==================== uart_slot_seq
==> uart_slot_seq/logic_types.png <==
(6 px per um)
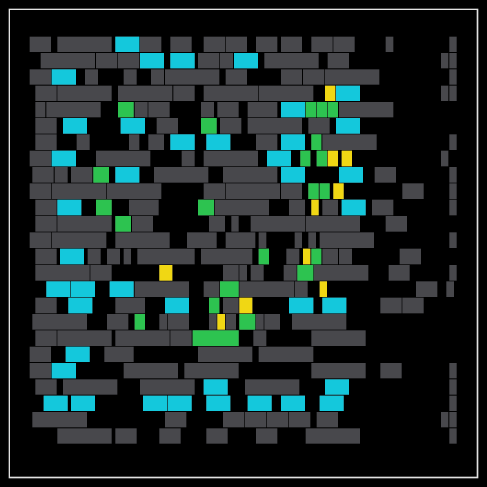

[src/rtl/uart_slot_seq.sv]
// Sequencer for a memory-mapped UART slot: writes the initial baud divisor, then round-robins
// status polling, divisor updates, tx byte writes and rx FIFO pops.
module uart_slot_seq #(
  parameter logic [13:0] DVSR_INIT = 14'd53
) (
  input  logic        clk,
  input  logic        reset_n,
  input  logic [7:0]  tx_data,
  input  logic        tx_valid,
  output logic        tx_ready,
  output logic [7:0]  rx_data,
  output logic        rx_valid,
  input  logic        rx_ready,
  input  logic [13:0] cfg_dvsr,
  input  logic        cfg_wr,
  output logic        init_done,
  output logic        cs,
  output logic        read,
  output logic        write,
  output logic [4:0]  addr,
  output logic [31:0] wr_data,
  input  logic [31:0] rd_data
);

  typedef enum logic [2:0] {StInit, StPoll, StDecide, StCfg, StTxWr, StRxPop} state_e;

  state_e      state_q, state_d;
  logic [7:0]  tx_hold_q, tx_hold_d;
  logic        tx_held_q, tx_held_d;
  logic [7:0]  rx_data_q, rx_data_d;
  logic        rx_valid_q, rx_valid_d;
  logic        init_done_q, init_done_d;
  logic        cfg_pend_q, cfg_pend_d;
  logic [13:0] cfg_dvsr_q, cfg_dvsr_d;
  logic        last_rx_q, last_rx_d;  // 1 = rx served last, 0 = tx served last
  logic [9:0]  status_q, status_d;

  logic        rx_elig, tx_elig;
  logic        cs_c, read_c, write_c;
  logic [4:0]  addr_c;
  logic [31:0] wr_data_c;
  logic        unused_rd;

  assign unused_rd = ^rd_data[31:10];

  // Decisions use only the latched status, never the live rd_data.
  assign rx_elig = !status_q[8] && !rx_valid_q;
  assign tx_elig = tx_held_q && !status_q[9];

  always_comb begin
    state_d     = state_q;
    tx_hold_d   = tx_hold_q;
    tx_held_d   = tx_held_q;
    rx_data_d   = rx_data_q;
    rx_valid_d  = rx_valid_q;
    init_done_d = init_done_q;
    cfg_pend_d  = cfg_pend_q;
    cfg_dvsr_d  = cfg_dvsr_q;
    last_rx_d   = last_rx_q;
    status_d    = status_q;

    case (state_q)
      StInit: begin
        init_done_d = 1'b1;
        state_d     = StPoll;
      end
      StPoll: begin
        status_d = rd_data[9:0];
        state_d  = StDecide;
      end
      StDecide: begin
        if (cfg_pend_q) begin
          state_d = StCfg;
        end else if (rx_elig && (!tx_elig || !last_rx_q)) begin
          rx_data_d  = status_q[7:0];
          rx_valid_d = 1'b1;
          state_d    = StRxPop;
        end else if (tx_elig) begin
          state_d = StTxWr;
        end else begin
          state_d = StPoll;
        end
      end
      StCfg: begin
        cfg_pend_d = 1'b0;
        state_d    = StPoll;
      end
      StTxWr: begin
        tx_held_d = 1'b0;
        last_rx_d = 1'b0;
        state_d   = StPoll;
      end
      StRxPop: begin
        last_rx_d = 1'b1;
        state_d   = StPoll;
      end
      default: state_d = StInit;
    endcase

    if (tx_valid && !tx_held_q) begin
      tx_held_d = 1'b1;
      tx_hold_d = tx_data;
    end
    if (rx_valid_q && rx_ready) rx_valid_d = 1'b0;
    // A new request in the CFG cycle stays pending for a second write.
    if (cfg_wr) begin
      cfg_pend_d = 1'b1;
      cfg_dvsr_d = cfg_dvsr;
    end
  end

  always_comb begin
    cs_c      = 1'b0;
    read_c    = 1'b0;
    write_c   = 1'b0;
    addr_c    = 5'd0;
    wr_data_c = 32'd0;
    case (state_q)
      StInit: begin
        cs_c      = 1'b1;
        write_c   = 1'b1;
        addr_c    = 5'd1;
        wr_data_c = {18'b0, DVSR_INIT};
      end
      StPoll: begin
        cs_c   = 1'b1;
        read_c = 1'b1;
      end
      StCfg: begin
        cs_c      = 1'b1;
        write_c   = 1'b1;
        addr_c    = 5'd1;
        wr_data_c = {18'b0, cfg_dvsr_q};
      end
      StTxWr: begin
        cs_c      = 1'b1;
        write_c   = 1'b1;
        addr_c    = 5'd2;
        wr_data_c = {24'b0, tx_hold_q};
      end
      StRxPop: begin
        cs_c    = 1'b1;
        write_c = 1'b1;
        addr_c  = 5'd3;
      end
      default: ;
    endcase
  end

  // State sits at StInit during reset; gate the strobes so the slot sees nothing until release.
  assign cs        = cs_c & reset_n;
  assign read      = read_c & reset_n;
  assign write     = write_c & reset_n;
  assign addr      = addr_c & {5{reset_n}};
  assign wr_data   = wr_data_c & {32{reset_n}};
  assign tx_ready  = !tx_held_q;
  assign rx_data   = rx_data_q;
  assign rx_valid  = rx_valid_q;
  assign init_done = init_done_q;

  always_ff @(posedge clk or negedge reset_n) begin
    if (!reset_n) begin
      state_q     <= StInit;
      tx_hold_q   <= 8'd0;
      tx_held_q   <= 1'b0;
      rx_data_q   <= 8'd0;
      rx_valid_q  <= 1'b0;
      init_done_q <= 1'b0;
      cfg_pend_q  <= 1'b0;
      cfg_dvsr_q  <= 14'd0;
      last_rx_q   <= 1'b0;
      status_q    <= 10'h100;
    end else begin
      state_q     <= state_d;
      tx_hold_q   <= tx_hold_d;
      tx_held_q   <= tx_held_d;
      rx_data_q   <= rx_data_d;
      rx_valid_q  <= rx_valid_d;
      init_done_q <= init_done_d;
      cfg_pend_q  <= cfg_pend_d;
      cfg_dvsr_q  <= cfg_dvsr_d;
      last_rx_q   <= last_rx_d;
      status_q    <= status_d;
    end
  end

endmodule
[config.mk]
export PLATFORM = sky130hd
export DESIGN_NAME = uart_slot_seq
export DESIGN_NICKNAME = d
export VERILOG_FILES = /design/src/rtl/uart_slot_seq.sv
export SDC_FILE = /design/constraint.sdc
export NUM_CORES = 1
export LEC_CHECK = 0
export CAP_MARGIN = 25
export CORE_MARGIN = 3
export CORE_UTILIZATION = 44
export CTS_CLUSTER_DIAMETER = 50
export DETAILED_ROUTE_END_ITERATION = 8
export PLACE_DENSITY = 0.95
export SYNTH_ARGS = -nofsm -noshare
export SYNTH_HDL_FRONTEND = slang
export SYNTH_SLANG_ARGS = --single-unit
[constraint.sdc]
create_clock -name clk -period 3.15 [get_ports clk]
set_input_delay 0.315 -clock clk [delete_from_list [all_inputs] [get_ports clk]]
set_output_delay 0.315 -clock clk [all_outputs]
set_load 0.005 [all_outputs]
==================== alu_seq
## src/rtl/alu_seq_pkg.sv

```systemverilog
// Shared opcode and FSM state definitions for the multi-cycle ALU.
package alu_seq_pkg;

  typedef enum logic [2:0] {
    kADD  = 3'd0,
    kLSH  = 3'd1,
    kRSH  = 3'd2,
    kXOR  = 3'd3,
    kAND  = 3'd4,
    kSUB  = 3'd5,
    kLFSR = 3'd6,
    kNOP  = 3'd7
  } op_mne;

  typedef enum logic {
    S_IDLE = 1'b0,
    S_ITER = 1'b1
  } alu_state_t;

  function automatic logic is_iter_op(input op_mne op);
    return (op == kLSH) || (op == kRSH) || (op == kLFSR);
  endfunction

endpackage

```

## src/rtl/alu_seq_step.sv

```systemverilog
// One step of a shift or Fibonacci LFSR advance; purely combinational.
module alu_step
  import alu_seq_pkg::*;
#(
  parameter int W = 8
) (
  input  logic [W-1:0] acc,
  input  logic         fill,
  input  logic [W-1:0] taps,
  input  op_mne        mode,
  output logic [W-1:0] acc_next,
  output logic         sc
);

  always_comb begin
    acc_next = acc;
    sc       = 1'b0;
    case (mode)
      kLSH: begin
        sc       = acc[W-1];
        acc_next = {acc[W-2:0], fill};
      end
      kRSH: begin
        sc       = acc[0];
        acc_next = {fill, acc[W-1:1]};
      end
      kLFSR: begin
        sc       = acc[W-1];
        acc_next = {acc[W-2:0], ^(acc & taps)};
      end
      default: ;
    endcase
  end

endmodule

```

## src/rtl/alu_seq.sv

```systemverilog
// Multi-cycle ALU: single-cycle arith/logic, iterative shifts and LFSR steps.
// Define ALU_BARREL_EN to complete kLSH/kRSH in one cycle with a barrel shifter.
module alu_seq
  import alu_seq_pkg::*;
#(
  parameter int W  = 8,
  parameter int CW = $clog2(W) + 1
) (
  input  logic          Clk,
  input  logic          Reset_n,
  input  logic          Start,
  input  logic [2:0]    OP,
  input  logic [W-1:0]  InputA,
  input  logic [W-1:0]  InputB,
  input  logic          SC_in,
  input  logic [CW-1:0] Cnt,
  output logic [W-1:0]  Out,
  output logic          SC_out,
  output logic          Zero,
  output logic          PF,
  output logic          Busy,
  output logic          Done
);

  alu_state_t    state_q, state_d;
  op_mne         mode_q, mode_d;
  logic [W-1:0]  acc_q, acc_d, taps_q, taps_d, out_q, out_d;
  logic [CW-1:0] rem_q, rem_d, cnt_eff;
  logic          fill_q, fill_d, sc_q, sc_d, done_q, done_d, zero_q, pf_q;
  logic [W-1:0]  step_acc;
  logic          step_sc;
  op_mne         op;

  assign op = op_mne'(OP);

  // Shifts past W only refill with the fill bit, so clamp; LFSR runs the full count.
  always_comb begin
    cnt_eff = Cnt;
    if (op != kLFSR && Cnt > CW'(W)) cnt_eff = CW'(W);
  end

  alu_step #(.W(W)) u_step (
    .acc      (acc_q),
    .fill     (fill_q),
    .taps     (taps_q),
    .mode     (mode_q),
    .acc_next (step_acc),
    .sc       (step_sc)
  );

`ifdef ALU_BARREL_EN
  logic [2*W:0] lsh_t, rsh_t;
  logic [W-1:0] bar_acc;
  logic         bar_sc;

  // Guard bits beside the operand catch the last bit shifted out.
  always_comb begin
    lsh_t = {1'b0, InputA, {W{SC_in}}} << cnt_eff;
    rsh_t = {{W{SC_in}}, InputA, 1'b0} >> cnt_eff;
    if (op == kLSH) begin
      bar_acc = lsh_t[2*W-1:W];
      bar_sc  = lsh_t[2*W];
    end else begin
      bar_acc = rsh_t[W:1];
      bar_sc  = rsh_t[0];
    end
  end
`endif

  always_comb begin
    state_d = state_q;
    mode_d  = mode_q;
    acc_d   = acc_q;
    taps_d  = taps_q;
    fill_d  = fill_q;
    rem_d   = rem_q;
    out_d   = out_q;
    sc_d    = sc_q;
    done_d  = 1'b0;
    case (state_q)
      S_IDLE: begin
        if (Start) begin
          done_d = 1'b1;
          case (op)
            kADD: {sc_d, out_d} = {1'b0, InputA} + {1'b0, InputB} + {{W{1'b0}}, SC_in};
            kSUB: {sc_d, out_d} = {1'b0, InputA} + {1'b0, ~InputB} + {{W{1'b0}}, 1'b1};
            kXOR: begin out_d = InputA ^ InputB; sc_d = 1'b0; end
            kAND: begin out_d = InputA & InputB; sc_d = 1'b0; end
            kLSH, kRSH, kLFSR: begin
              if (cnt_eff == '0) begin
                out_d = InputA;
                sc_d  = 1'b0;
              end
`ifdef ALU_BARREL_EN
              else if (op != kLFSR) begin
                out_d = bar_acc;
                sc_d  = bar_sc;
              end
`endif
              else begin
                done_d  = 1'b0;
                acc_d   = InputA;
                taps_d  = InputB;
                fill_d  = SC_in;
                mode_d  = op;
                rem_d   = cnt_eff;
                state_d = S_ITER;
              end
            end
            default: begin out_d = '0; sc_d = 1'b0; end
          endcase
        end
      end
      S_ITER: begin
        acc_d = step_acc;
        rem_d = rem_q - CW'(1);
        if (rem_q == CW'(1)) begin
          out_d   = step_acc;
          sc_d    = step_sc;
          done_d  = 1'b1;
          state_d = S_IDLE;
        end
      end
      default: state_d = S_IDLE;
    endcase
  end

  always_ff @(posedge Clk or negedge Reset_n) begin
    if (!Reset_n) begin
      state_q <= S_IDLE;
      mode_q  <= kNOP;
      acc_q   <= '0;
      taps_q  <= '0;
      fill_q  <= 1'b0;
      rem_q   <= '0;
      out_q   <= '0;
      sc_q    <= 1'b0;
      zero_q  <= 1'b1;
      pf_q    <= 1'b0;
      done_q  <= 1'b0;
    end else begin
      state_q <= state_d;
      mode_q  <= mode_d;
      acc_q   <= acc_d;
      taps_q  <= taps_d;
      fill_q  <= fill_d;
      rem_q   <= rem_d;
      out_q   <= out_d;
      sc_q    <= sc_d;
      zero_q  <= (out_d == '0);
      pf_q    <= ^out_d;
      done_q  <= done_d;
    end
  end

  assign Out    = out_q;
  assign SC_out = sc_q;
  assign Zero   = zero_q;
  assign PF     = pf_q;
  assign Busy   = (state_q == S_ITER);
  assign Done   = done_q;

endmodule

```

## config.mk

```make
export PLATFORM = sky130hd
export DESIGN_NAME = alu_seq
export DESIGN_NICKNAME = d
export VERILOG_FILES = /design/src/rtl/alu_seq_pkg.sv /design/src/rtl/alu_seq_step.sv /design/src/rtl/alu_seq.sv
export SDC_FILE = /design/constraint.sdc
export NUM_CORES = 1
export LEC_CHECK = 0
export ABC_AREA = 1
export ABC_CLOCK_PERIOD_IN_PS = 3120
export CORE_MARGIN = 3
export CORE_UTILIZATION = 25
export CTS_CLUSTER_DIAMETER = 100
export DETAILED_ROUTE_END_ITERATION = 12
export PLACE_DENSITY_LB_ADDON = 0.12
export SLEW_MARGIN = 20
export SYNTH_ARGS = -nofsm -noshare
export SYNTH_HDL_FRONTEND = slang
export SYNTH_SLANG_ARGS = --single-unit
```

## constraint.sdc

```tcl
create_clock -name Clk -period 3.12 [get_ports Clk]
set_input_delay 0.468 -clock Clk [delete_from_list [all_inputs] [get_ports Clk]]
set_output_delay 0.468 -clock Clk [all_outputs]
set_load 0.03 [all_outputs]
```

==================== dds_param_ctrl
**config.mk**
```make
export PLATFORM = sky130hd
export DESIGN_NAME = dds_param_ctrl
export DESIGN_NICKNAME = d
export VERILOG_FILES = /design/src/rtl/dds_param_ctrl_pkg.sv /design/src/rtl/dds_param_ctrl_key_filter.sv /design/src/rtl/dds_param_ctrl.sv
export SDC_FILE = /design/constraint.sdc
export NUM_CORES = 1
export LEC_CHECK = 0
export CORE_ASPECT_RATIO = 0.8
export CORE_MARGIN = 4
export CORE_UTILIZATION = 41
export CTS_CLUSTER_SIZE = 25
export DETAILED_ROUTE_END_ITERATION = 6
export RECOVER_POWER = 100
export SLEW_MARGIN = 20
export SYNTH_ARGS = -nofsm -noshare
export SYNTH_HDL_FRONTEND = slang
export SYNTH_HIERARCHICAL = 1
export SYNTH_SLANG_ARGS = --single-unit
```
**constraint.sdc**
```tcl
create_clock -name clk -period 7.5 [get_ports clk]
set_input_delay 1.5 -clock clk [delete_from_list [all_inputs] [get_ports clk]]
set_output_delay 1.5 -clock clk [all_outputs]
set_load 0.02 [all_outputs]
```
**src/rtl/dds_param_ctrl_pkg.sv**
```systemverilog
// Shared widths, key indices, FSM encoding and the per-digit step table
// for the DDS front-panel controller.
package dds_param_ctrl_pkg;

  localparam int FREQ_W   = 20;
  localparam int FTW_W    = 32;
  localparam int NUM_KEYS = 4;

  localparam int KEY_WAVE = 0;
  localparam int KEY_DIG  = 1;
  localparam int KEY_INC  = 2;
  localparam int KEY_DEC  = 3;

  typedef enum logic [1:0] {
    S_IDLE = 2'd0,
    S_MULT = 2'd1,
    S_LOAD = 2'd2
  } state_t;

  // Decimal step for the digit being edited; one extra bit of headroom so
  // freq + step never wraps.
  function automatic logic [FREQ_W:0] step_of(input logic [2:0] digit);
    logic [FREQ_W:0] step;
    case (digit)
      3'd0:    step = 21'd1;
      3'd1:    step = 21'd10;
      3'd2:    step = 21'd100;
      3'd3:    step = 21'd1000;
      3'd4:    step = 21'd10000;
      3'd5:    step = 21'd100000;
      default: step = 21'd1;
    endcase
    return step;
  endfunction

endpackage

```
**src/rtl/dds_param_ctrl_key_filter.sv**
```systemverilog
// One key: 2-FF synchroniser, debounce counter and a single-cycle press
// pulse on an accepted high->low transition (release gives no pulse).
module dds_param_ctrl_key_filter #(
  parameter int DEBOUNCE_CYCLES = 1_000_000
) (
  input  logic clk,
  input  logic rst_n,
  input  logic key_raw,
  output logic press
);

  localparam int CNT_W = (DEBOUNCE_CYCLES > 1) ? $clog2(DEBOUNCE_CYCLES) : 1;
  localparam logic [CNT_W-1:0] CNT_LAST = CNT_W'(DEBOUNCE_CYCLES - 1);

  logic [1:0]       sync_reg;
  logic             level_reg;
  logic [CNT_W-1:0] cnt_reg;
  logic             press_reg;

  // Bring the asynchronous key into clk; idle level of a key is high.
  always_ff @(posedge clk or negedge rst_n) begin
    if (!rst_n) sync_reg <= 2'b11;
    else        sync_reg <= {sync_reg[0], key_raw};
  end

  // Accept a new level only after it has differed for DEBOUNCE_CYCLES cycles.
  always_ff @(posedge clk or negedge rst_n) begin
    if (!rst_n) begin
      level_reg <= 1'b1;
      cnt_reg   <= '0;
      press_reg <= 1'b0;
    end else begin
      press_reg <= 1'b0;
      if (sync_reg[1] != level_reg) begin
        if (cnt_reg == CNT_LAST) begin
          level_reg <= sync_reg[1];
          cnt_reg   <= '0;
          press_reg <= ~sync_reg[1];
        end else begin
          cnt_reg <= cnt_reg + 1'b1;
        end
      end else begin
        cnt_reg <= '0;
      end
    end
  end

  assign press = press_reg;

endmodule

```
**src/rtl/dds_param_ctrl.sv**
```systemverilog
// Front-panel controller: four debounced keys edit frequency / waveform and
// a small FSM turns the frequency into a tuning word with an update strobe.
module dds_param_ctrl
  import dds_param_ctrl_pkg::*;
#(
  parameter int DEBOUNCE_CYCLES = 1_000_000,
  parameter int FREQ_MIN        = 1,
  parameter int FREQ_MAX        = 999_999,
  parameter int FREQ_DEFAULT    = 1000,
  parameter int NUM_WAVES       = 5,
  parameter int FTW_K           = 5_629_500
) (
  input  logic              clk,
  input  logic              reset_n,
  input  logic [3:0]        key_in,
  output logic [FREQ_W-1:0] disp_data,
  output logic [2:0]        flag,
  output logic [2:0]        wave_sel,
  output logic [FTW_W-1:0]  ftw,
  output logic              ftw_valid,
  output logic [2:0]        digit_sel
);

  logic [NUM_KEYS-1:0] press;

  genvar gi;
  generate
    for (gi = 0; gi < NUM_KEYS; gi++) begin : g_key
      dds_param_ctrl_key_filter #(
        .DEBOUNCE_CYCLES(DEBOUNCE_CYCLES)
      ) u_key (
        .clk    (clk),
        .rst_n  (reset_n),
        .key_raw(key_in[gi]),
        .press  (press[gi])
      );
    end
  endgenerate

  state_t              state_reg, state_next;
  logic [FREQ_W-1:0]   freq_reg, freq_next;
  logic [2:0]          wave_reg, wave_next;
  logic [2:0]          digit_reg, digit_next;
  logic [NUM_KEYS-1:0] pend_reg, pend_next;
  logic [FTW_W-1:0]    ftw_reg, ftw_next;

  logic [NUM_KEYS-1:0] req;
  logic [FREQ_W:0]     step;
  logic [FREQ_W:0]     freq_ext;
  logic [FREQ_W:0]     sum;
  logic [FREQ_W-1:0]   inc_val, dec_val;
  logic                do_wave, do_inc, do_dec;

  // Saturating step arithmetic in 21 bits; operands for the IDLE decision.
  always_comb begin
    req      = pend_reg | press;
    step     = step_of(digit_reg);
    freq_ext = {1'b0, freq_reg};
    sum      = freq_ext + step;
    inc_val  = (sum > 21'(FREQ_MAX)) ? FREQ_W'(FREQ_MAX) : sum[FREQ_W-1:0];
    dec_val  = (freq_ext < 21'(FREQ_MIN) + step) ? FREQ_W'(FREQ_MIN)
                                                 : FREQ_W'(freq_ext - step);
    do_wave  = req[KEY_WAVE];
    do_inc   = req[KEY_INC] & ~req[KEY_DEC];
    do_dec   = req[KEY_DEC] & ~req[KEY_INC];
  end

  // Next-state logic. Requests not serviced in IDLE wait in pend_reg; a
  // digit request loses to wave/inc/dec and is serviced on the next IDLE.
  always_comb begin
    state_next = state_reg;
    freq_next  = freq_reg;
    wave_next  = wave_reg;
    digit_next = digit_reg;
    pend_next  = pend_reg;
    ftw_next   = ftw_reg;
    case (state_reg)
      S_IDLE: begin
        if (do_wave || do_inc || do_dec) begin
          if (do_wave)
            wave_next = (wave_reg == 3'(NUM_WAVES - 1)) ? 3'd0 : wave_reg + 3'd1;
          if (do_inc) freq_next = inc_val;
          if (do_dec) freq_next = dec_val;
          pend_next          = '0;
          pend_next[KEY_DIG] = req[KEY_DIG];
          state_next         = S_MULT;
        end else begin
          if (req[KEY_DIG])
            digit_next = (digit_reg == 3'd5) ? 3'd0 : digit_reg + 3'd1;
          pend_next = '0;
        end
      end
      S_MULT: begin
        // Tuning word = (freq * FTW_K) >> 16; only the upper product bits are kept.
        ftw_next   = FTW_W'((48'(freq_reg) * 48'(FTW_K)) >> 16);
        pend_next  = pend_reg | press;
        state_next = S_LOAD;
      end
      S_LOAD: begin
        pend_next  = pend_reg | press;
        state_next = S_IDLE;
      end
      default: state_next = S_IDLE;
    endcase
  end

  // State registers; reset restarts the default tuning-word computation.
  always_ff @(posedge clk or negedge reset_n) begin
    if (!reset_n) begin
      state_reg <= S_MULT;
      freq_reg  <= FREQ_W'(FREQ_DEFAULT);
      wave_reg  <= '0;
      digit_reg <= '0;
      pend_reg  <= '0;
      ftw_reg   <= '0;
    end else begin
      state_reg <= state_next;
      freq_reg  <= freq_next;
      wave_reg  <= wave_next;
      digit_reg <= digit_next;
      pend_reg  <= pend_next;
      ftw_reg   <= ftw_next;
    end
  end

  assign disp_data = freq_reg;
  assign flag      = wave_reg;
  assign wave_sel  = wave_reg;
  assign digit_sel = digit_reg;
  assign ftw       = ftw_reg;
  assign ftw_valid = (state_reg == S_LOAD);

endmodule
```
==================== mem_arbiter
## src/rtl/mem_arbiter.sv

```systemverilog
// rtl/mem_arbiter.sv - round-robin fetch/data arbiter for a single-port memory with bus timeout
// All outputs are registered; a transfer is grant edge, ack edge, then one ACK cycle back to IDLE.
module mem_arbiter #(
   parameter int XLEN        = 32,
   parameter int TIMEOUT_CYC = 16
) (
   input  logic            clk_i,
   input  logic            rst_i,
   input  logic            i_req_i,
   input  logic [XLEN-1:0] i_addr_i,
   output logic            i_ack_o,
   output logic [XLEN-1:0] i_rdata_o,
   input  logic            d_req_i,
   input  logic            d_we_i,
   input  logic [XLEN-1:0] d_addr_i,
   input  logic [XLEN-1:0] d_wdata_i,
   output logic            d_ack_o,
   output logic [XLEN-1:0] d_rdata_o,
   output logic            err_o,
   output logic            mem_req_o,
   output logic            mem_we_o,
   output logic [XLEN-1:0] mem_addr_o,
   output logic [XLEN-1:0] mem_wdata_o,
   input  logic [XLEN-1:0] mem_rdata_i,
   input  logic            mem_ack_i
);

   localparam logic [1:0] IDLE   = 2'd0;
   localparam logic [1:0] BUSY_I = 2'd1;
   localparam logic [1:0] BUSY_D = 2'd2;
   localparam logic [1:0] ACK    = 2'd3;

   // A zero-width counter is illegal, so a disabled timeout keeps a single unused bit.
   localparam int CW = (TIMEOUT_CYC > 0) ? $clog2(TIMEOUT_CYC + 1) : 1;
   localparam logic [CW-1:0] CNT_LAST = (TIMEOUT_CYC > 0) ? CW'(TIMEOUT_CYC - 1) : '0;

   logic [1:0]    state;
   logic          last_d;
   logic [CW-1:0] to_cnt;
   logic          grant_d;
   logic          grant_i;
   logic          timeout_hit;

   always_comb begin
      grant_d     = d_req_i && (!i_req_i || !last_d);
      grant_i     = i_req_i && !grant_d;
      timeout_hit = (TIMEOUT_CYC > 0) && (to_cnt == CNT_LAST);
   end

   always_ff @(posedge clk_i or negedge rst_i) begin
      if (!rst_i) begin
         state       <= IDLE;
         last_d      <= 1'b0;
         to_cnt      <= '0;
         i_ack_o     <= 1'b0;
         i_rdata_o   <= '0;
         d_ack_o     <= 1'b0;
         d_rdata_o   <= '0;
         err_o       <= 1'b0;
         mem_req_o   <= 1'b0;
         mem_we_o    <= 1'b0;
         mem_addr_o  <= '0;
         mem_wdata_o <= '0;
      end else begin
         case (state)
            IDLE: begin
               to_cnt <= '0;
               if (grant_d) begin
                  state       <= BUSY_D;
                  last_d      <= 1'b1;
                  mem_req_o   <= 1'b1;
                  mem_we_o    <= d_we_i;
                  mem_addr_o  <= d_addr_i;
                  mem_wdata_o <= d_wdata_i;
               end else if (grant_i) begin
                  state       <= BUSY_I;
                  last_d      <= 1'b0;
                  mem_req_o   <= 1'b1;
                  mem_we_o    <= 1'b0;
                  mem_addr_o  <= i_addr_i;
                  mem_wdata_o <= '0;
               end
            end
            BUSY_I, BUSY_D: begin
               // A real ack on the timeout edge takes priority over the abort.
               if (mem_ack_i || timeout_hit) begin
                  state     <= ACK;
                  mem_req_o <= 1'b0;
                  mem_we_o  <= 1'b0;
                  err_o     <= !mem_ack_i;
                  if (state == BUSY_I) begin
                     i_ack_o   <= 1'b1;
                     i_rdata_o <= mem_ack_i ? mem_rdata_i : '0;
                  end else begin
                     d_ack_o   <= 1'b1;
                     d_rdata_o <= (mem_ack_i && !mem_we_o) ? mem_rdata_i : '0;
                  end
               end else if (TIMEOUT_CYC > 0) begin
                  to_cnt <= to_cnt + CW'(1);
               end
            end
            default: begin
               state   <= IDLE;
               i_ack_o <= 1'b0;
               d_ack_o <= 1'b0;
               err_o   <= 1'b0;
            end
         endcase
      end
   end

endmodule
```

## config.mk

```make
export PLATFORM = sky130hd
export DESIGN_NAME = mem_arbiter
export DESIGN_NICKNAME = d
export VERILOG_FILES = /design/src/rtl/mem_arbiter.sv
export SDC_FILE = /design/constraint.sdc
export NUM_CORES = 1
export LEC_CHECK = 0
export CAP_MARGIN = 30
export CORE_ASPECT_RATIO = 1.4
export CORE_MARGIN = 4
export CORE_UTILIZATION = 43
export CTS_BUF_LIST = sky130_fd_sc_hd__clkbuf_8
export DETAILED_ROUTE_END_ITERATION = 8
export GPL_TIMING_DRIVEN = 0
export PLACE_DENSITY_LB_ADDON = 0.05
export SLEW_MARGIN = 10
export SYNTH_ARGS = -nofsm -noshare
export SYNTH_HDL_FRONTEND = slang
export SYNTH_SLANG_ARGS = --single-unit
```

## constraint.sdc

```tcl
create_clock -name clk_i -period 2.63 [get_ports clk_i]
set_input_delay 0.3945 -clock clk_i [delete_from_list [all_inputs] [get_ports clk_i]]
set_output_delay 0.3945 -clock clk_i [all_outputs]
set_load 0.1 [all_outputs]
```

==> alu_seq/layer_met1.png <==
(3 px per um) Supply wires on this layer in grey.
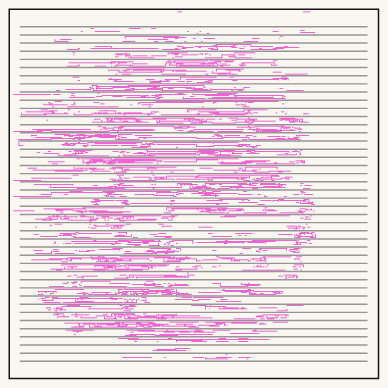
main direction: horizontal
share of all routed wire: 49%
nets with wire on the layer: 588

==> flow_results.xml, alu_seq <==
<?xml version="1.0" encoding="UTF-8"?>
<metrics>
  <group name="finish">
    <metric name="clk_share" unit="%">3.46</metric>
    <metric name="flops" unit="">37</metric>
    <metric name="flop_area" unit="sq um">931</metric>
    <metric name="finish.instance_area" unit="sq mm">0.00434</metric>
  </group>
  <group name="global_routing">
    <metric name="grt_first_pass_wirelength" unit="um">18200</metric>
    <metric name="use_met2" unit="%">26.3</metric>
    <metric name="met1_track_demand_over_resource_in_global_routing" unit="%">21.8</metric>
  </group>
  <group name="synthesis">
    <metric name="yosys_warnings" unit="">0</metric>
    <metric name="post_synth_fa_ha_maj_area_fraction" unit="%">9.87</metric>
    <metric name="synth.cell_area" unit="sq mm">0.00340</metric>
  </group>
  <group name="sta">
    <metric name="tightest_slew" unit="ns">0.870</metric>
    <metric name="skew" unit="ns">0.0111</metric>
  </group>
  <group name="detailed_routing">
    <metric name="count_of_antenna_violating_nets_left_after_detailed_routing" unit="">0</metric>
    <metric name="wl_met3" unit="um">263</metric>
    <metric name="vias" unit="">3566</metric>
  </group>
  <group name="worst_setup_path">
    <metric name="r2r_cells" unit="">9</metric>
    <metric name="r2r_slack" unit="ns">0.70</metric>
    <metric name="worstSetupStartpointType" unit="">input pin</metric>
  </group>
  <group name="outcome">
    <metric name="outcome" unit="">finished clean</metric>
  </group>
  <group name="floorplan">
    <metric name="floorplan.initialDensity" unit="%">26.3</metric>
  </group>
  <group name="clocking">
    <metric name="cts_repair_resize_count" unit="">0</metric>
  </group>
</metrics>
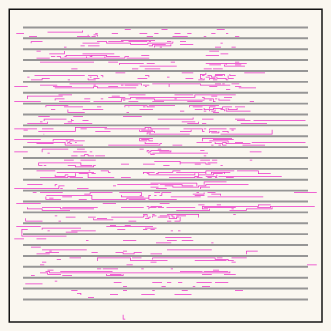
(uart_slot_seq/layer_met1.png)
(4 px per um) Supply wires on this layer in grey.
wire length on this layer: 1870 um
longest straight run: 45.1 um
nets with wire on the layer: 232
main direction: horizontal
share of all routed wire: 43%

## Picture notes: uart_slot_seq/logic_types.png
[cyan] mux cells | cells: 40 | most used: mux2_2
[green] aoi and oai cells | cells: 22 | most used: o21ai_0
[yellow] nand cells | cells: 10

==> flow_results.xml, uart_slot_seq <==
<?xml version="1.0" encoding="UTF-8"?>
<metrics>
  <group name="synthesis">
    <metric name="synth-cells-yosys" unit="">183</metric>
    <metric name="synth.cellmix.simpleShare" unit="%">10.3</metric>
    <metric name="synth_area_leader_cell" unit="">sky130_fd_sc_hd__dfrtp_1</metric>
    <metric name="synth_cell_type_count" unit="">29</metric>
    <metric name="synth-seq-cells" unit="">48</metric>
    <metric name="synth.cell_area" unit="sq mm">0.00227</metric>
    <metric name="postSynthSeqShare" unit="%">53.0</metric>
    <metric name="ys_sh_mux" unit="%">19.9</metric>
  </group>
  <group name="global_routing">
    <metric name="grt_first_pass_wirelength" unit="um">7520</metric>
    <metric name="met1_track_demand_over_resource_in_global_routing" unit="%">19.1</metric>
  </group>
  <group name="sta">
    <metric name="tightest_slew" unit="ns">0.799</metric>
    <metric name="hold_ws" unit="ns">0.471</metric>
  </group>
  <group name="finish">
    <metric name="fillers" unit="">403</metric>
    <metric name="finish.instance_area" unit="sq mm">0.00301</metric>
    <metric name="lay_top_count" unit="">sky130_fd_sc_hd__clkdlybuf4s50_1</metric>
    <metric name="multi_input_combinational_area_share" unit="%">30.5</metric>
    <metric name="layout.nonclk_buf_share" unit="%">23.1</metric>
    <metric name="clk_share" unit="%">3.07</metric>
    <metric name="area.growth.synth_to_final" unit="%">32.8</metric>
  </group>
  <group name="worst_setup_path">
    <metric name="reg2reg_from" unit="">tx_held_q</metric>
  </group>
  <group name="floorplan">
    <metric name="die_y" unit="um">77.8</metric>
    <metric name="fp.coreArea" unit="sq mm">0.00485</metric>
  </group>
  <group name="clocking">
    <metric name="numCtsBuffers" unit="">5</metric>
    <metric name="clock_tree_from_tritoncts" unit="">yes</metric>
    <metric name="cts_repair_resize_count" unit="">0</metric>
  </group>
  <group name="placed_design">
    <metric name="final_replace_weighted_congestion" unit="">0.735</metric>
    <metric name="place_ws" unit="ns">0.885</metric>
  </group>
  <group name="detailed_routing">
    <metric name="met1_layer_wirelength_in_the_final_routing" unit="um">1870</metric>
    <metric name="drtPass1Iterations" unit="">4</metric>
    <metric name="vias" unit="">1512</metric>
    <metric name="via_per_inst" unit="">4.73</metric>
  </group>
  <group name="outcome">
    <metric name="outcome" unit="">finished clean</metric>
  </group>
</metrics>
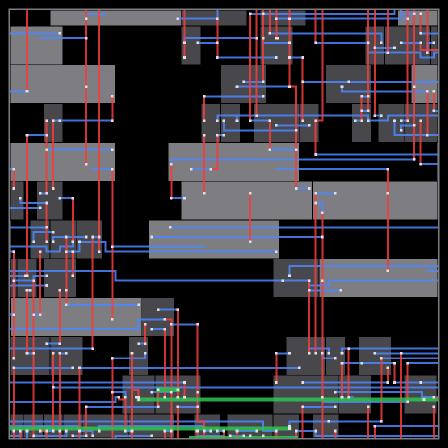
(dds_param_ctrl/detail.png)
Window x 103 to 133, y 118 to 148 um. Cells in grey, sequential cells in the stronger grey; small squares are vias.
[green] metal 3
[blue] metal 1
[red] metal 2
netlist names of flops here include: digit_sel (2), g_key.u_key/press (2), g_key.u_key/cnt_reg (2)
most frequent: nor2_1 (10), dfrtp_1 (8), xnor2_1 (5)
cells with their middle in the window: 51
sequential cells in the window: 8

==> flow_results.xml, dds_param_ctrl <==
<?xml version="1.0" encoding="UTF-8"?>
<metrics>
  <group name="global_routing">
    <metric name="globalRoute.busiestLayer" unit="">met1</metric>
  </group>
  <group name="floorplan">
    <metric name="dieArea" unit="sq mm">0.0447</metric>
    <metric name="tap-cell-count" unit="">544</metric>
  </group>
  <group name="clocking">
    <metric name="cts-htree-levels" unit="">4</metric>
    <metric name="numCtsBuffers" unit="">17</metric>
    <metric name="cts.sink_count" unit="">155</metric>
  </group>
  <group name="outcome">
    <metric name="outcome" unit="">finished with violations</metric>
    <metric name="failed_checks" unit="">max-capacitance violations, max-slew violations</metric>
  </group>
  <group name="worst_hold_path">
    <metric name="min-delay-path-class" unit="">reg2reg</metric>
    <metric name="worstHoldStart" unit="">g_key[2].u_key/sync_reg[0]</metric>
  </group>
  <group name="synthesis">
    <metric name="synth_compound_gate_area_share" unit="%">11.5</metric>
    <metric name="count_of_flip_flops_with_a_built_in_enable_after_synthesis" unit="">0</metric>
  </group>
  <group name="worst_setup_path">
    <metric name="r2r_slack" unit="ns">0.47</metric>
    <metric name="worstSetupStartpointType" unit="">register</metric>
  </group>
  <group name="detailed_routing">
    <metric name="avgRoutedWirePerCell" unit="um">17.9</metric>
    <metric name="count_of_antenna_violating_nets_left_after_detailed_routing" unit="">0</metric>
  </group>
  <group name="finish">
    <metric name="layoutNonFillerInstCount" unit="">2333</metric>
    <metric name="layout.clock_buffers" unit="">18</metric>
    <metric name="sh_seq_area" unit="%">20.8</metric>
    <metric name="nNonClkInverters" unit="">252</metric>
  </group>
  <group name="sta">
    <metric name="skew" unit="ns">0.0181</metric>
    <metric name="finalMaxSlewViolations" unit="">166</metric>
    <metric name="hold_ws" unit="ns">0.356</metric>
  </group>
  <group name="job">
    <metric name="max-cap-violations" unit="">5</metric>
  </group>
</metrics>
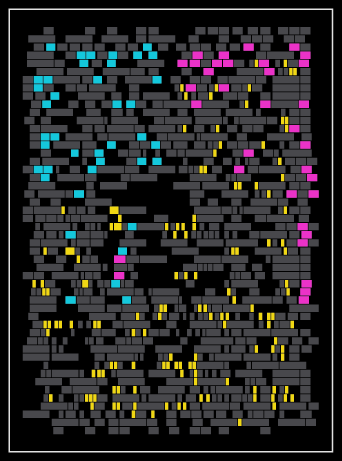
(mem_arbiter/logic_types.png)
(3 px per um)
[magenta] mux cells | cells: 34 | most used: mux2i_1
[yellow] nand cells | cells: 135 | most used: nand2_1 | where: spread over the die
[cyan] non-inverting ao/oa cells | cells: 40 | most used: a22o_1

==> flow_results.xml, mem_arbiter <==
<?xml version="1.0" encoding="UTF-8"?>
<metrics>
  <group name="detailed_routing">
    <metric name="finalWirelength" unit="um">18900</metric>
    <metric name="dr.max_layer_used" unit="">met4</metric>
    <metric name="drtPass1Iterations" unit="">5</metric>
    <metric name="avgRoutedWirePerCell" unit="um">18.0</metric>
  </group>
  <group name="synthesis">
    <metric name="post_synth_inst_count" unit="">563</metric>
    <metric name="synth.cellmix.simpleShare" unit="%">10.3</metric>
    <metric name="syn_nets" unit="">703</metric>
    <metric name="post-synth-top-area-fraction" unit="%">59.5</metric>
    <metric name="synth_compound_gate_area_share" unit="%">18.6</metric>
    <metric name="count_of_flip_flops_with_a_built_in_enable_after_synthesis" unit="">0</metric>
  </group>
  <group name="outcome">
    <metric name="outcome" unit="">finished clean</metric>
  </group>
  <group name="placed_design">
    <metric name="place.detailed.instances" unit="">1014</metric>
  </group>
  <group name="sta">
    <metric name="tightest_slew" unit="ns">1.05</metric>
    <metric name="rsz_0062_raised_after_global_routing" unit="">no</metric>
    <metric name="skew" unit="ns">0.0134</metric>
  </group>
  <group name="finish">
    <metric name="fillers" unit="">1047</metric>
    <metric name="drive_above_1_share" unit="%">7.41</metric>
    <metric name="sh_seq_area" unit="%">37.9</metric>
    <metric name="logic_gate_count" unit="">374</metric>
    <metric name="finish.instance_area" unit="sq mm">0.00931</metric>
    <metric name="layout.nets" unit="">992</metric>
  </group>
  <group name="clocking">
    <metric name="root_buffer" unit="">sky130_fd_sc_hd__clkbuf_8</metric>
    <metric name="cts-htree-levels" unit="">4</metric>
    <metric name="cts.reportedPaths.clkPinSlew" unit="ns">0.08</metric>
    <metric name="clock_path_buffers" unit="">2</metric>
  </group>
  <group name="floorplan">
    <metric name="tap-cell-count" unit="">182</metric>
    <metric name="dieArea" unit="sq mm">0.0158</metric>
    <metric name="num_io_pins" unit="">267</metric>
  </group>
  <group name="global_routing">
    <metric name="grt_start_max_net_pins" unit="">79</metric>
    <metric name="grt.total_usage" unit="%">23.9</metric>
    <metric name="grt_first_pass_wirelength" unit="um">29500</metric>
  </group>
  <group name="worst_setup_path">
    <metric name="worstPathCellList" unit="">clkdlybuf4s50_1</metric>
    <metric name="max_fo_critical_path" unit="">2</metric>
    <metric name="crit_path_top_delay_cell" unit="">sky130_fd_sc_hd__clkdlybuf4s50_1</metric>
    <metric name="worstSetupStartpointType" unit="">register</metric>
    <metric name="criticalPathCategory" unit="">reg2out</metric>
    <metric name="critical_path_buf_inv_count" unit="">1</metric>
    <metric name="setup.worst_path.start" unit="">mem_wdata_o[8]</metric>
  </group>
  <group name="worst_hold_path">
    <metric name="min-delay-path-class" unit="">reg2reg</metric>
  </group>
</metrics>

==> layout pictures side by side <==
Signal wires by layer.
(a)
(1.5 px per um) Two of the layers only.
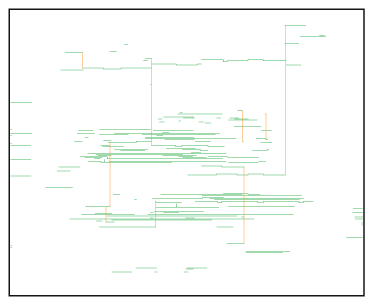
(b)
(2 px per um) Two of the layers only.
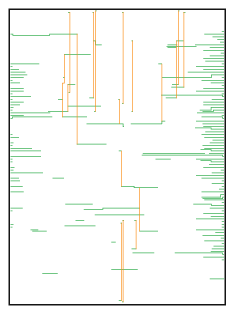
(c)
(3 px per um) Two of the layers only.
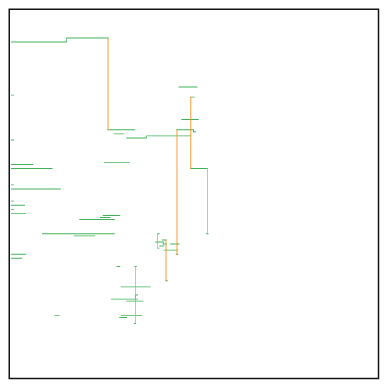
(d)
(4 px per um) Two of the layers only.
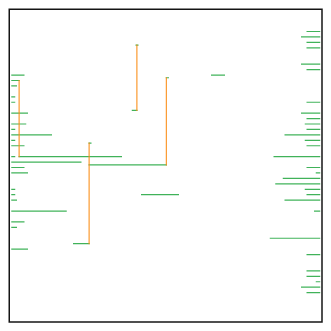
- (a) = dds_param_ctrl
- (c) = alu_seq
- (d) = uart_slot_seq
- (b) = mem_arbiter

Key to (d):
[orange] metal 4 | wire length: 82.3 um
[green] metal 3 | wire length: 277 um



==> gallery <==
A small window of the routed layout.
Plate I
Window x 46 to 76, y 71 to 101 um. Cells in grey, sequential cells in the stronger grey; small squares are vias.
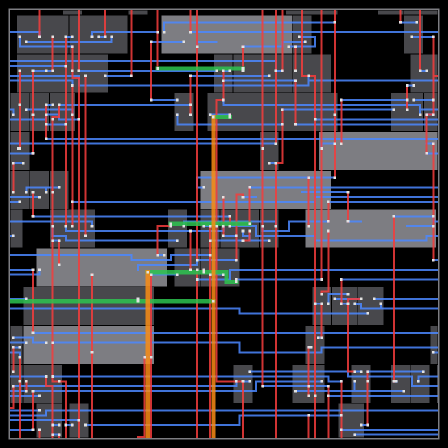
Plate II
Window x 39 to 69, y 88 to 118 um. Cells in grey, sequential cells in the stronger grey; small squares are vias.
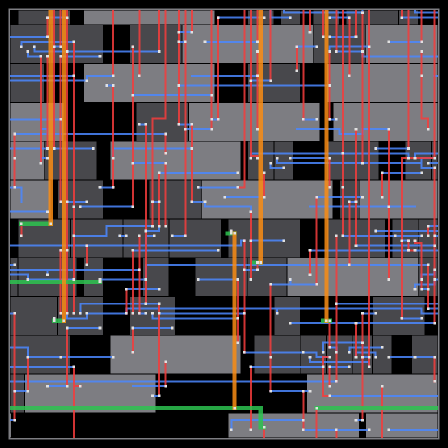
Plate III
Window x 24 to 54, y 39 to 69 um. Cells in grey, sequential cells in the stronger grey; small squares are vias.
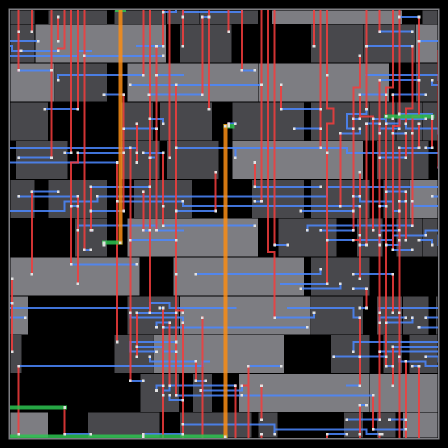
| from | picture |
|---|---|
| uart_slot_seq | Plate III |
| alu_seq | Plate I |
| mem_arbiter | Plate II |


==> layout pictures side by side <==
Routing congestion map.
image #1
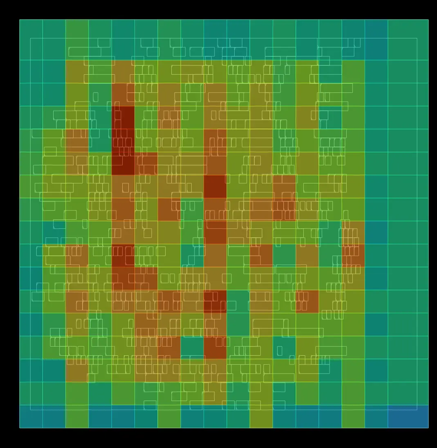
image #2
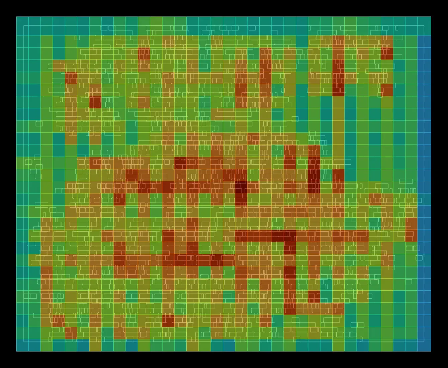
image #3
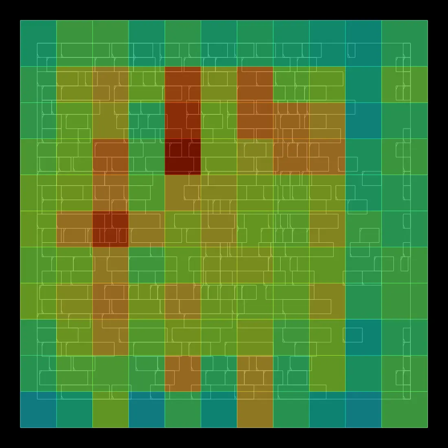
image #4
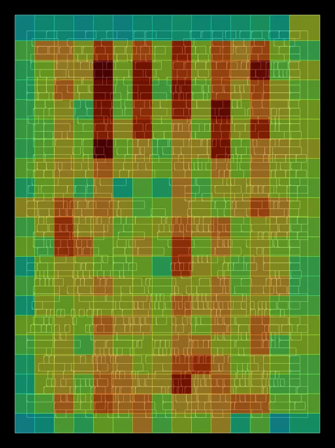
image #4: mem_arbiter
image #3: uart_slot_seq
image #2: dds_param_ctrl
image #1: alu_seq

